=== block 1 ===
Figure 1. Placement by cell class (block 1).
Fill, decap, tap and diode cells in gray.
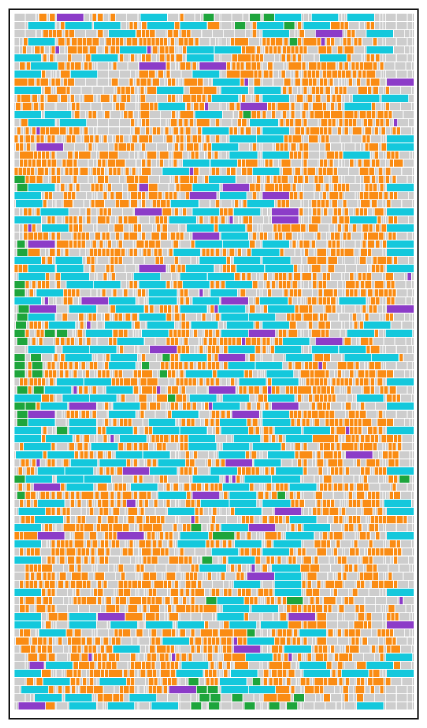

`src/rtl/clk_divider_multi.sv`:
```
// clk_divider_multi: multi-channel programmable clock divider.
// Each channel counts clk_MHz cycles against a run-time writable half-period D
// and produces a 50%-duty divided clock plus a one-cycle tick on every counter
// wrap. New D values are held pending and applied only at a period boundary,
// so the divided clock never glitches. Disabling a channel whose clock is high
// lets the high phase finish before the channel goes idle.
//
// Ports:
//   clk_MHz      in   system clock, rising edge
//   reset        in   asynchronous, active-high
//   ch_en        in   per-channel run enable
//   sync_all     in   one-cycle pulse: restart all running channels in phase
//   div_wr_en    in   divide-value write strobe
//   div_wr_ch    in   target channel of the write
//   div_wr_val   in   new half-period D in clk_MHz cycles
//   clk_out      out  divided clocks, period 2*D
//   tick         out  one-cycle pulse per counter wrap
//   div_pending  out  new D accepted but not yet applied
//   wr_err       out  sticky flag: illegal write (D==0 or channel out of range)
module clk_divider_multi #(
  parameter int unsigned NUM_CH      = 4,
  parameter int unsigned CNT_W       = 24,
  parameter int unsigned DEFAULT_DIV = 250000
) (
  input  logic                       clk_MHz,
  input  logic                       reset,
  input  logic [NUM_CH-1:0]          ch_en,
  input  logic                       sync_all,
  input  logic                       div_wr_en,
  input  logic [$clog2(NUM_CH):0]    div_wr_ch,
  input  logic [CNT_W-1:0]           div_wr_val,
  output logic [NUM_CH-1:0]          clk_out,
  output logic [NUM_CH-1:0]          tick,
  output logic [NUM_CH-1:0]          div_pending,
  output logic                       wr_err
);

  localparam int unsigned    CH_W     = $clog2(NUM_CH) + 1;
  localparam logic [CH_W-1:0] NUM_CH_W = CH_W'(NUM_CH);

  typedef enum logic [1:0] {
    StIdle,
    StRun,
    StStop
  } ch_state_e;

  logic wr_legal;
  logic wr_ok;

  assign wr_legal = (div_wr_val != '0) && (div_wr_ch < NUM_CH_W);
  assign wr_ok    = div_wr_en && wr_legal;

  always_ff @(posedge clk_MHz or posedge reset) begin
    if (reset) begin
      wr_err <= 1'b0;
    end else if (div_wr_en && !wr_legal) begin
      wr_err <= 1'b1;
    end
  end

  for (genvar g = 0; g < NUM_CH; g++) begin : g_ch
    ch_state_e        st_q, st_d;
    logic [CNT_W-1:0] cnt_q, cnt_d;
    logic [CNT_W-1:0] div_q, div_d;
    logic [CNT_W-1:0] pend_q, pend_d;
    logic             pend_vld_q, pend_vld_d;
    logic             clk_q, clk_d;
    logic             tick_q, tick_d;
    logic             wr_hit;
    logic             wrap;
    logic             apply;

    assign wr_hit = wr_ok && (div_wr_ch == CH_W'(g));
    assign wrap   = (cnt_q == (div_q - CNT_W'(1)));

    always_comb begin
      st_d       = st_q;
      cnt_d      = cnt_q;
      clk_d      = clk_q;
      tick_d     = 1'b0;
      div_d      = div_q;
      pend_d     = pend_q;
      pend_vld_d = pend_vld_q;
      apply      = 1'b0;

      unique case (st_q)
        StIdle: begin
          cnt_d = '0;
          clk_d = 1'b0;
          // No period in flight, so a pending value can take effect at once.
          apply = pend_vld_q;
          if (ch_en[g]) begin
            st_d = StRun;
          end
        end
        StRun, StStop: begin
          if (sync_all) begin
            // Sync wins over a coincident wrap.
            cnt_d = '0;
            clk_d = 1'b0;
            apply = pend_vld_q;
            if (st_q == StStop) begin
              st_d = StIdle;
            end
          end else if ((st_q == StRun) && !ch_en[g] && !clk_q) begin
            // Clock already low: stopping here cannot cut a high phase short.
            st_d  = StIdle;
            cnt_d = '0;
          end else begin
            if (wrap) begin
              cnt_d  = '0;
              clk_d  = ~clk_q;
              tick_d = 1'b1;
              apply  = pend_vld_q;
            end else begin
              cnt_d = cnt_q + CNT_W'(1);
            end
            // Disabled with clock high: finish the high phase, then idle.
            if (ch_en[g]) begin
              st_d = StRun;
            end else begin
              st_d = wrap ? StIdle : StStop;
            end
          end
        end
        default: begin
          st_d = StIdle;
        end
      endcase

      if (apply) begin
        div_d      = pend_q;
        pend_vld_d = 1'b0;
      end
      // A write landing in the applying cycle stays pending for the next boundary.
      if (wr_hit) begin
        pend_d     = div_wr_val;
        pend_vld_d = 1'b1;
      end
    end

    always_ff @(posedge clk_MHz or posedge reset) begin
      if (reset) begin
        st_q       <= StIdle;
        cnt_q      <= '0;
        div_q      <= CNT_W'(DEFAULT_DIV);
        pend_q     <= '0;
        pend_vld_q <= 1'b0;
        clk_q      <= 1'b0;
        tick_q     <= 1'b0;
      end else begin
        st_q       <= st_d;
        cnt_q      <= cnt_d;
        div_q      <= div_d;
        pend_q     <= pend_d;
        pend_vld_q <= pend_vld_d;
        clk_q      <= clk_d;
        tick_q     <= tick_d;
      end
    end

    assign clk_out[g]     = clk_q;
    assign tick[g]        = tick_q;
    assign div_pending[g] = pend_vld_q;
  end

endmodule
```
`config.mk`:
```
export PLATFORM = sky130hd
export DESIGN_NAME = clk_divider_multi
export DESIGN_NICKNAME = d
export VERILOG_FILES = /design/src/rtl/clk_divider_multi.sv
export SDC_FILE = /design/constraint.sdc
export NUM_CORES = 1
export LEC_CHECK = 0
export ABC_AREA = 1
export CORE_ASPECT_RATIO = 1.75
export CORE_UTILIZATION = 60
export CTS_CLUSTER_SIZE = 8
export DETAILED_ROUTE_END_ITERATION = 16
export MAX_ROUTING_LAYER = met4
export PLACE_DENSITY = 0.78
export SLEW_MARGIN = 20
export SYNTH_ARGS = -nofsm -noshare
export SYNTH_HDL_FRONTEND = slang
export SYNTH_SLANG_ARGS = --single-unit
```
`constraint.sdc`:
```
create_clock -name clk_MHz -period 14.3 [get_ports clk_MHz]
set_clock_uncertainty 0.2 [all_clocks]
set_input_delay 2.86 -clock clk_MHz [delete_from_list [all_inputs] [get_ports clk_MHz]]
set_output_delay 2.86 -clock clk_MHz [all_outputs]
set_load 0.01 [all_outputs]
```
=== block 2 ===
<file path="src/rtl/fc_param_streamer.sv">
// Weight/bias store for the FC layer: streams one neuron's N_IN weights then its bias
// over a valid/ready port, and accepts run-time parameter loads while idle.
module fc_param_streamer #(
  parameter int    N_IN      = 8,
  parameter int    N_OUT     = 4,
  parameter int    W_W       = 8,
  parameter int    B_W       = 16,
  parameter string INIT_FILE = "",
  localparam int   NW        = (N_OUT > 1) ? $clog2(N_OUT) : 1,
  localparam int   IW        = (N_IN > 1) ? $clog2(N_IN) : 1,
  localparam int   DEPTH     = N_OUT * (N_IN + 1),
  localparam int   AW        = $clog2(DEPTH)
) (
  input  logic                  clk,
  input  logic                  rst_n,
  input  logic                  start,
  input  logic [NW-1:0]         neuron_idx,
  output logic                  busy,
  output logic                  done,
  output logic                  err,
  output logic                  out_valid,
  input  logic                  out_ready,
  output logic signed [W_W-1:0] out_weight,
  output logic signed [B_W-1:0] out_bias,
  output logic                  out_is_bias,
  output logic [IW-1:0]         out_idx,
  input  logic                  ld_en,
  input  logic [AW-1:0]         ld_addr,
  input  logic [B_W-1:0]        ld_data
);

  localparam int              KW      = $clog2(N_IN + 1);
  localparam logic [KW-1:0]   K_BIAS  = KW'(N_IN);
  localparam logic [NW:0]     N_OUT_X = (NW + 1)'(N_OUT);
  localparam logic [AW:0]     DEPTH_X = (AW + 1)'(DEPTH);

  typedef enum logic [1:0] {IDLE, PRIME, STREAM} state_t;

  state_t               state;
  logic [KW-1:0]        k;
  logic [NW-1:0]        nsel;
  logic [AW-1:0]        rd_addr;
  logic [B_W-1:0]       rd_word;
  logic                 idle, idx_ok, addr_ok, wr_en;
  logic                 beat_is_bias;
  logic signed [W_W-1:0] beat_weight;
  logic signed [B_W-1:0] beat_bias;
  logic [IW-1:0]        beat_idx;

  logic [B_W-1:0] mem [DEPTH];

  initial begin
    for (int unsigned a = 0; a < DEPTH; a++) mem[a] = (a < N_OUT * N_IN) ? B_W'(1) : '0;
  end

  assign idle    = (state == IDLE);
  assign idx_ok  = ({1'b0, neuron_idx} < N_OUT_X);
  assign addr_ok = ({1'b0, ld_addr} < DEPTH_X);
  assign wr_en   = ld_en && idle && addr_ok;

  always_ff @(posedge clk) begin
    if (wr_en) mem[ld_addr] <= ld_data;
  end

  // k names the beat to fetch next; the read lands straight in the output registers
  always_comb begin
    rd_addr = '0;
    if (k < K_BIAS) rd_addr = AW'(nsel) * AW'(N_IN) + AW'(k);
    else            rd_addr = AW'(N_OUT * N_IN) + AW'(nsel);
    rd_word      = mem[rd_addr];
    beat_is_bias = (k == K_BIAS);
    beat_weight  = beat_is_bias ? '0 : rd_word[W_W-1:0];
    beat_bias    = beat_is_bias ? rd_word : '0;
    beat_idx     = beat_is_bias ? '0 : IW'(k);
  end

  always_ff @(posedge clk or negedge rst_n) begin
    if (!rst_n) begin
      state       <= IDLE;
      k           <= '0;
      nsel        <= '0;
      busy        <= 1'b0;
      done        <= 1'b0;
      err         <= 1'b0;
      out_valid   <= 1'b0;
      out_is_bias <= 1'b0;
      out_weight  <= '0;
      out_bias    <= '0;
      out_idx     <= '0;
    end else begin
      done <= 1'b0;
      err  <= ld_en && !(idle && addr_ok);
      case (state)
        IDLE: begin
          if (start) begin
            if (idx_ok) begin
              state <= PRIME;
              busy  <= 1'b1;
              nsel  <= neuron_idx;
              k     <= '0;
            end else begin
              err <= 1'b1;
            end
          end
        end
        PRIME: begin
          out_valid   <= 1'b1;
          out_weight  <= beat_weight;
          out_bias    <= beat_bias;
          out_is_bias <= beat_is_bias;
          out_idx     <= beat_idx;
          k           <= k + KW'(1);
          state       <= STREAM;
        end
        STREAM: begin
          if (out_ready) begin
            if (out_is_bias) begin
              out_valid   <= 1'b0;
              out_is_bias <= 1'b0;
              out_bias    <= '0;
              busy        <= 1'b0;
              done        <= 1'b1;
              state       <= IDLE;
            end else begin
              out_weight  <= beat_weight;
              out_bias    <= beat_bias;
              out_is_bias <= beat_is_bias;
              out_idx     <= beat_idx;
              k           <= k + KW'(1);
            end
          end
        end
        default: state <= IDLE;
      endcase
    end
  end

endmodule

</file>
<file path="config.mk">
export PLATFORM = sky130hd
export DESIGN_NAME = fc_param_streamer
export DESIGN_NICKNAME = d
export VERILOG_FILES = /design/src/rtl/fc_param_streamer.sv
export SDC_FILE = /design/constraint.sdc
export NUM_CORES = 1
export LEC_CHECK = 0
export CORE_ASPECT_RATIO = 1.75
export CORE_MARGIN = 4
export CORE_UTILIZATION = 35
export CTS_BUF_LIST = sky130_fd_sc_hd__clkbuf_4 sky130_fd_sc_hd__clkbuf_8
export CTS_CLUSTER_DIAMETER = 80
export CTS_CLUSTER_SIZE = 30
export DETAILED_ROUTE_END_ITERATION = 10
export HOLD_SLACK_MARGIN = 0.05
export PLACE_DENSITY_LB_ADDON = 0.05
export SYNTH_ARGS = -nofsm -noshare
export SYNTH_HDL_FRONTEND = slang
export SYNTH_SLANG_ARGS = --single-unit
</file>
<file path="constraint.sdc">
create_clock -name clk -period 6.1 [get_ports clk]
set_clock_uncertainty 0.15 [all_clocks]
set_input_delay 1.525 -clock clk [delete_from_list [all_inputs] [get_ports clk]]
set_output_delay 1.525 -clock clk [all_outputs]
set_load 0.1 [all_outputs]
</file>

==> notes/layouts.md <==
Pictures saved along the way, in no particular order.

Placed standard cells.
Plate I
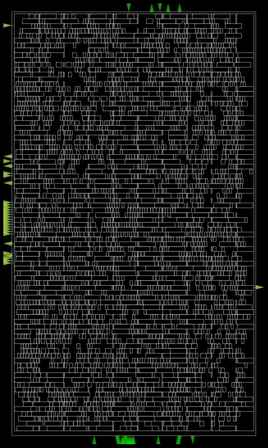
Plate II
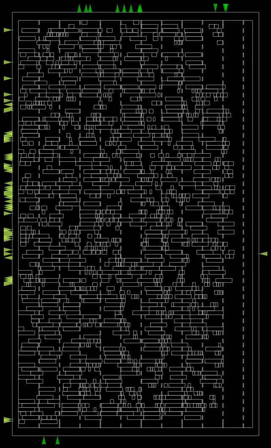
Plate II -> block 2
Plate I -> block 1
- most cells: Plate I
- most sequential cells: Plate II

Figure 2. Ports around the boundary (block 1).
Pins as bars across the die edge, other pins in gray.
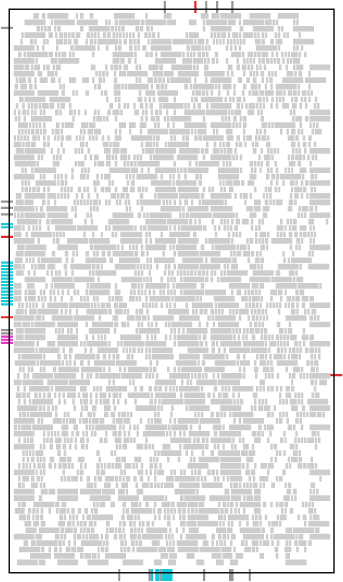
[cyan] div_wr_val | pins: 24 | direction: input | edge: 16 west, 8 south
[red] div_pending | pins: 4 | direction: output | edge: 2 west, 1 north, 1 east
[magenta] div_wr_ch | pins: 3 | direction: input | edge: west

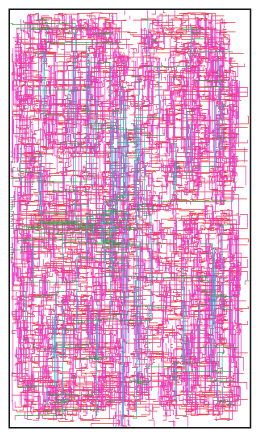
Figure 3: block 1, metal layers overlaid.
[magenta] M2 | wire length: 26.4 mm
[cyan] M4 | wire length: 3,040 um
[red] M1 | wire length: 19,600 um
[green] M3 | wire length: 2,230 um
Routed WL: 51.2 mm
via total after detailed routing: 17,500
global-route usage over all layers: 33.6%
Routed WL per cell: 16.2 um

About Figure 1:
[cyan] registers | cells: 309
[purple] clock drivers and dummy loads | cells: 81
[green] remaining buffers and delay cells | cells: 60
[orange] remaining logic cells | cells: 2,311

==> results.txt, block 1 <==
Main metrics from the flow reports.

The run finished with clean final reports. The post-cts hold buffer count is 0. Signal nets in the final route climb as high as met4.

The chip occupies roughly 33,000 um2. The top-area cell type share of the netlist area is ~37%. The portion of the post-synthesis area used by sequential elements is roughly two fifths.

The register area is 7770 um2. In this run the mean area of a mapped cell was around 7.1 um2. In the layout the commonest cells are nand2_1, dfrtp_1, nor2_1, inv_1, nand3_1. The largest vdd supply drop is between 200 and 250 uV. After routing, the total negative slack on setup checks comes to 0 ns. The share of synthesized registers carrying an async set or reset is 100%. Grouping non-sequential cells by family puts the most area in simple AND/OR/NAND/NOR gates. Measured along the x axis, the die boundary spans between 100 and 150 um. The final number of setup-violating endpoints came out at 0. Per the STA report, the cell with the highest stage delay on the worst path is clkdlybuf4s50_1. The via count of the first global-routing pass is around 17,000. The relative area change from synthesis to final layout came out at 10.1%. The count of yosys warnings during synthesis is 0.

The number of instances resized during post-cts repair is 0. The portion of netlist area occupied by mux cells came out at 0%. The clock sink count came out at approximately 310. The first global-routing pass estimated about 83 mm of wire. The floorplan die height is around 240 um. The number of flip-flops and latches in the synthesized netlist is between 300 and 400.

The required time of the critical path came out at 14.58 ns. The pin count of the biggest net entering global routing came out at ~180. The total number of warnings across the stage logs is between 40 and 50. The largest driver fanout on the critical path is 25. The DRC violation total left in the routed layout is recorded as 0. The total nets after synthesis is about 2,800.
block 1: flip-flops by register name, summed over array words and instances, names as in the netlist:
register         cells
g_ch.cnt_q          96
g_ch.div_q          96
g_ch.pend_q         96
g_ch.st_q            8
g_ch.clk_q           4
g_ch.pend_vld_q      4
g_ch.tick_q          4
wr_err               1
block 1: final cells by class:
cell class	count	share of cell area, %
Clock buffer	79	6.02
Inverter	267	4.81
Multi-Input combinational cell	2044	46.9
Tap cell	396	2.36
Timing Repair Buffer	60	2.80
Sequential cell	309	37.0
Clock inverter	2	0.0834
block 1: final timing paths:
check                                          to        startpoint  depth (start not counted)
worst max-delay path            g_ch[0].pend_q[4]    div_wr_val[14]                         10
worst min-delay path                       wr_err            wr_err                          1
worst max register to register  g_ch[1].cnt_q[13]  g_ch[1].div_q[0]                         15
worst min register to register             wr_err            wr_err                          1
max in group asynchronous       g_ch[0].cnt_q[12]             reset                          3
min in group asynchronous           g_ch[1].clk_q             reset                          2
block 1: report_power, final:
group / switching (mW) / total, mW / internal (mW)
Clock: 0.385 / 0.977 / 0.591
Sequential: 0.211 / 1.30 / 1.08
Combinational: 1.11 / 1.64 / 0.531
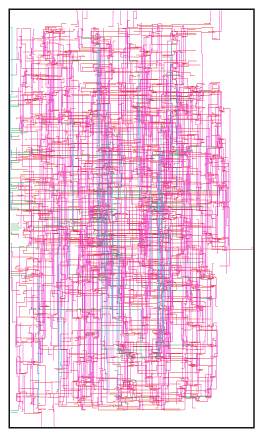
Figure 4: block 2, metal layers overlaid.
[red] M1 | wire length: 18,000 um
[green] M3 | wire length: 1,670 um
[magenta] M2 | wire length: 26.7 mm
[cyan] M4 | wire length: 2,370 um
global-route usage over all layers: 20.1%
Routed WL: 48.8 mm
via total after detailed routing: 9,821

==> results.txt, block 2 <==
Main metrics from the flow reports.

The run finished with clean final reports. The time the worst path needs with I/O delays and setup came out at around 3.9 ns. The netlist area before placement came out at 15,400 um2. The peak clock frequency supported by timing is between 0.2 and 0.3 GHz. The logic area came out at 4330 um2. The final weighted congestion of routability-driven global placement came out at ~0.85. The share of synthesized area in the top cell type comes to roughly 62%. The path class of the lowest-slack min-delay path is reg2reg.

Yosys instantiated no cell more often than edfxtp_1. The post-CTS setup-driven buffer insertion count came out at 0. The total routed wire length on the met1 layer is around 18 mm. The synthesis report lists the most area-consuming cells as edfxtp_1, dfrtp_1, nor2_1. The most area-hungry cell class in the final design is flip-flops and latches. The area reported by Yosys stat came out at roughly 15,000 um2. The DRC violation count after routing is 0.

The layout has 90 buffers outside the clock class. The total number of warnings across the stage logs is 30. The largest area contributor in the synthesized netlist is edfxtp_1.

The floorplan die height came out at roughly 290 um. The met2 routing resource usage after global routing is between 30% and 40%. By instance count after routing, the leading logic cell type is edfxtp_1. Ranked by instance count, the synthesized netlist is headed by edfxtp_1, nor2_1, nand2_1.

The final hold violation count is 0. In the synthesized netlist the async set-or-reset flop fraction comes to between 10% and 20%. The total congestion overflow after global routing is 0. The non-clock inverter total of the final layout is 25. The number of flip-flops and latches in the synthesized netlist came out at 360.

There are around 360 flip-flops and latches. The tally of non-filler cells in the final layout came out at 1,774. TritonCTS built the clock tree.

The buffering overhead came out at roughly 5%. For this run, the detailed router's first-pass iteration total came to 7. STA classifies the critical path endpoint as an output pin.

The critical path goes through clkdlybuf4s50_1. The total nets after synthesis is between 1,000 and 1,500. In the final layout, flip-flops and latches occupy 10,600 um2. The fraction of layout cells with a size suffix above 1 came out at under 10%. Port buffering added approximately 60 buffers. The global routing usage on met1 is 22.8%.

The cell sitting at the root of the clock tree is a clkbuf_8.
==> block 2: registers in the layout (all words and copies together) (netlist names) <==
register     cells
nsel             2
out_is_bias      1
out_valid        1
done             1
out_bias        16
busy             1
out_idx          3
mem            320
state            2
k                4
out_weight       8
err              1
==> block 2: kinds of logic after synthesis <==
| family | after synthesis | share of synthesized area, % |
|---|---|---|
| AND/OR/NAND/NOR | 338 | 9.75 |
| AND-OR/OR-AND | 329 | 14.2 |
| adder cells (fa/ha/maj) | 7 | 0.568 |
| buffers and inverters | 104 | 3.13 |
| flip-flops | 360 | 68.8 |
| multiplexers | 33 | 3.49 |
==> block 2: worst paths after layout <==
path | start | endpoint | slack, ns
worst max-delay path | out_weight[7] | out_weight[7] | 2.17
worst min register to register | out_bias[11] | out_bias[11] | 0.35
worst min-delay path | out_bias[11] | out_bias[11] | 0.35
min in group asynchronous | rst_n | out_idx[0] | 0.94
max in group asynchronous | rst_n | k[0] | 4.10
worst max register to register | k[3] | out_weight[0] | 2.49
==> block 2: power by group <==
part           internal, mW  switching (mW)
Clock                 0.296           0.718
Combinational         0.661            1.62
Sequential             2.75           0.136
Total                  3.71            2.47


## Gallery

Clock wires, drivers and flops.
Scale bar: 50 um.
picture 1
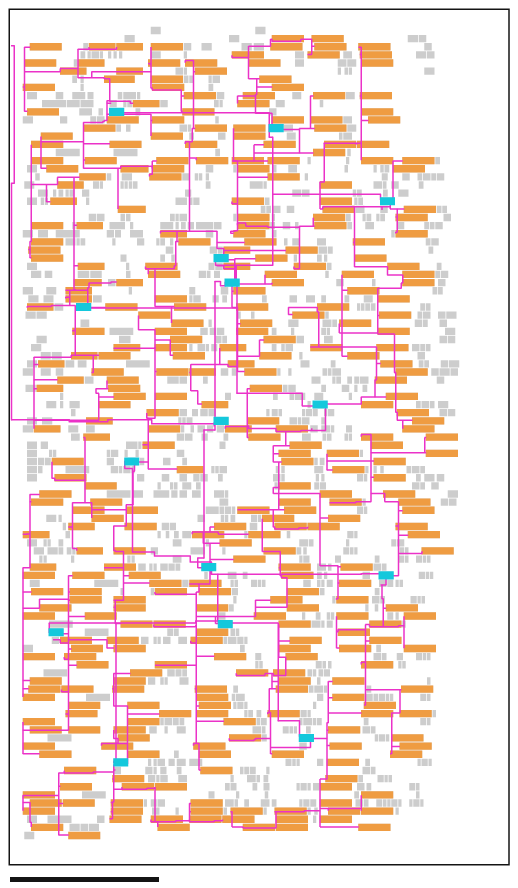
picture 2
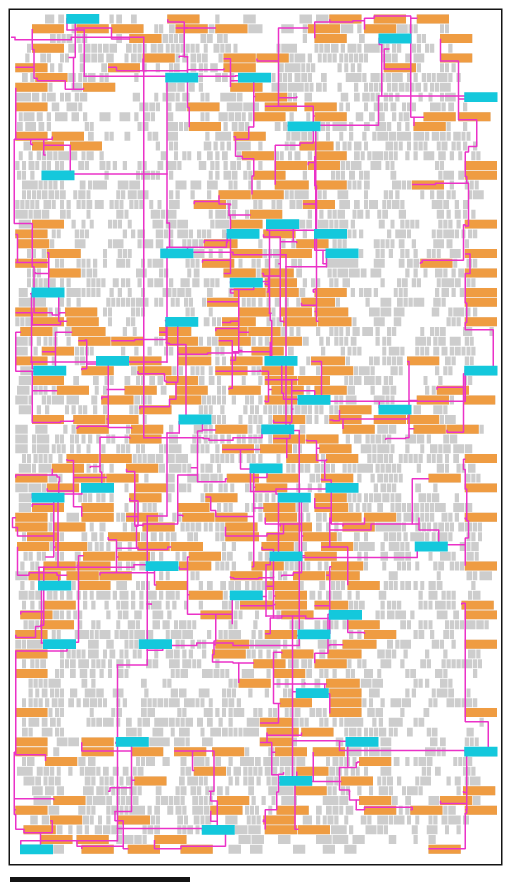
Picture 1 is block 2.
Picture 2 is block 1.
The one with the largest die is picture 1.

Power is estimated from default activity; no workload was simulated.
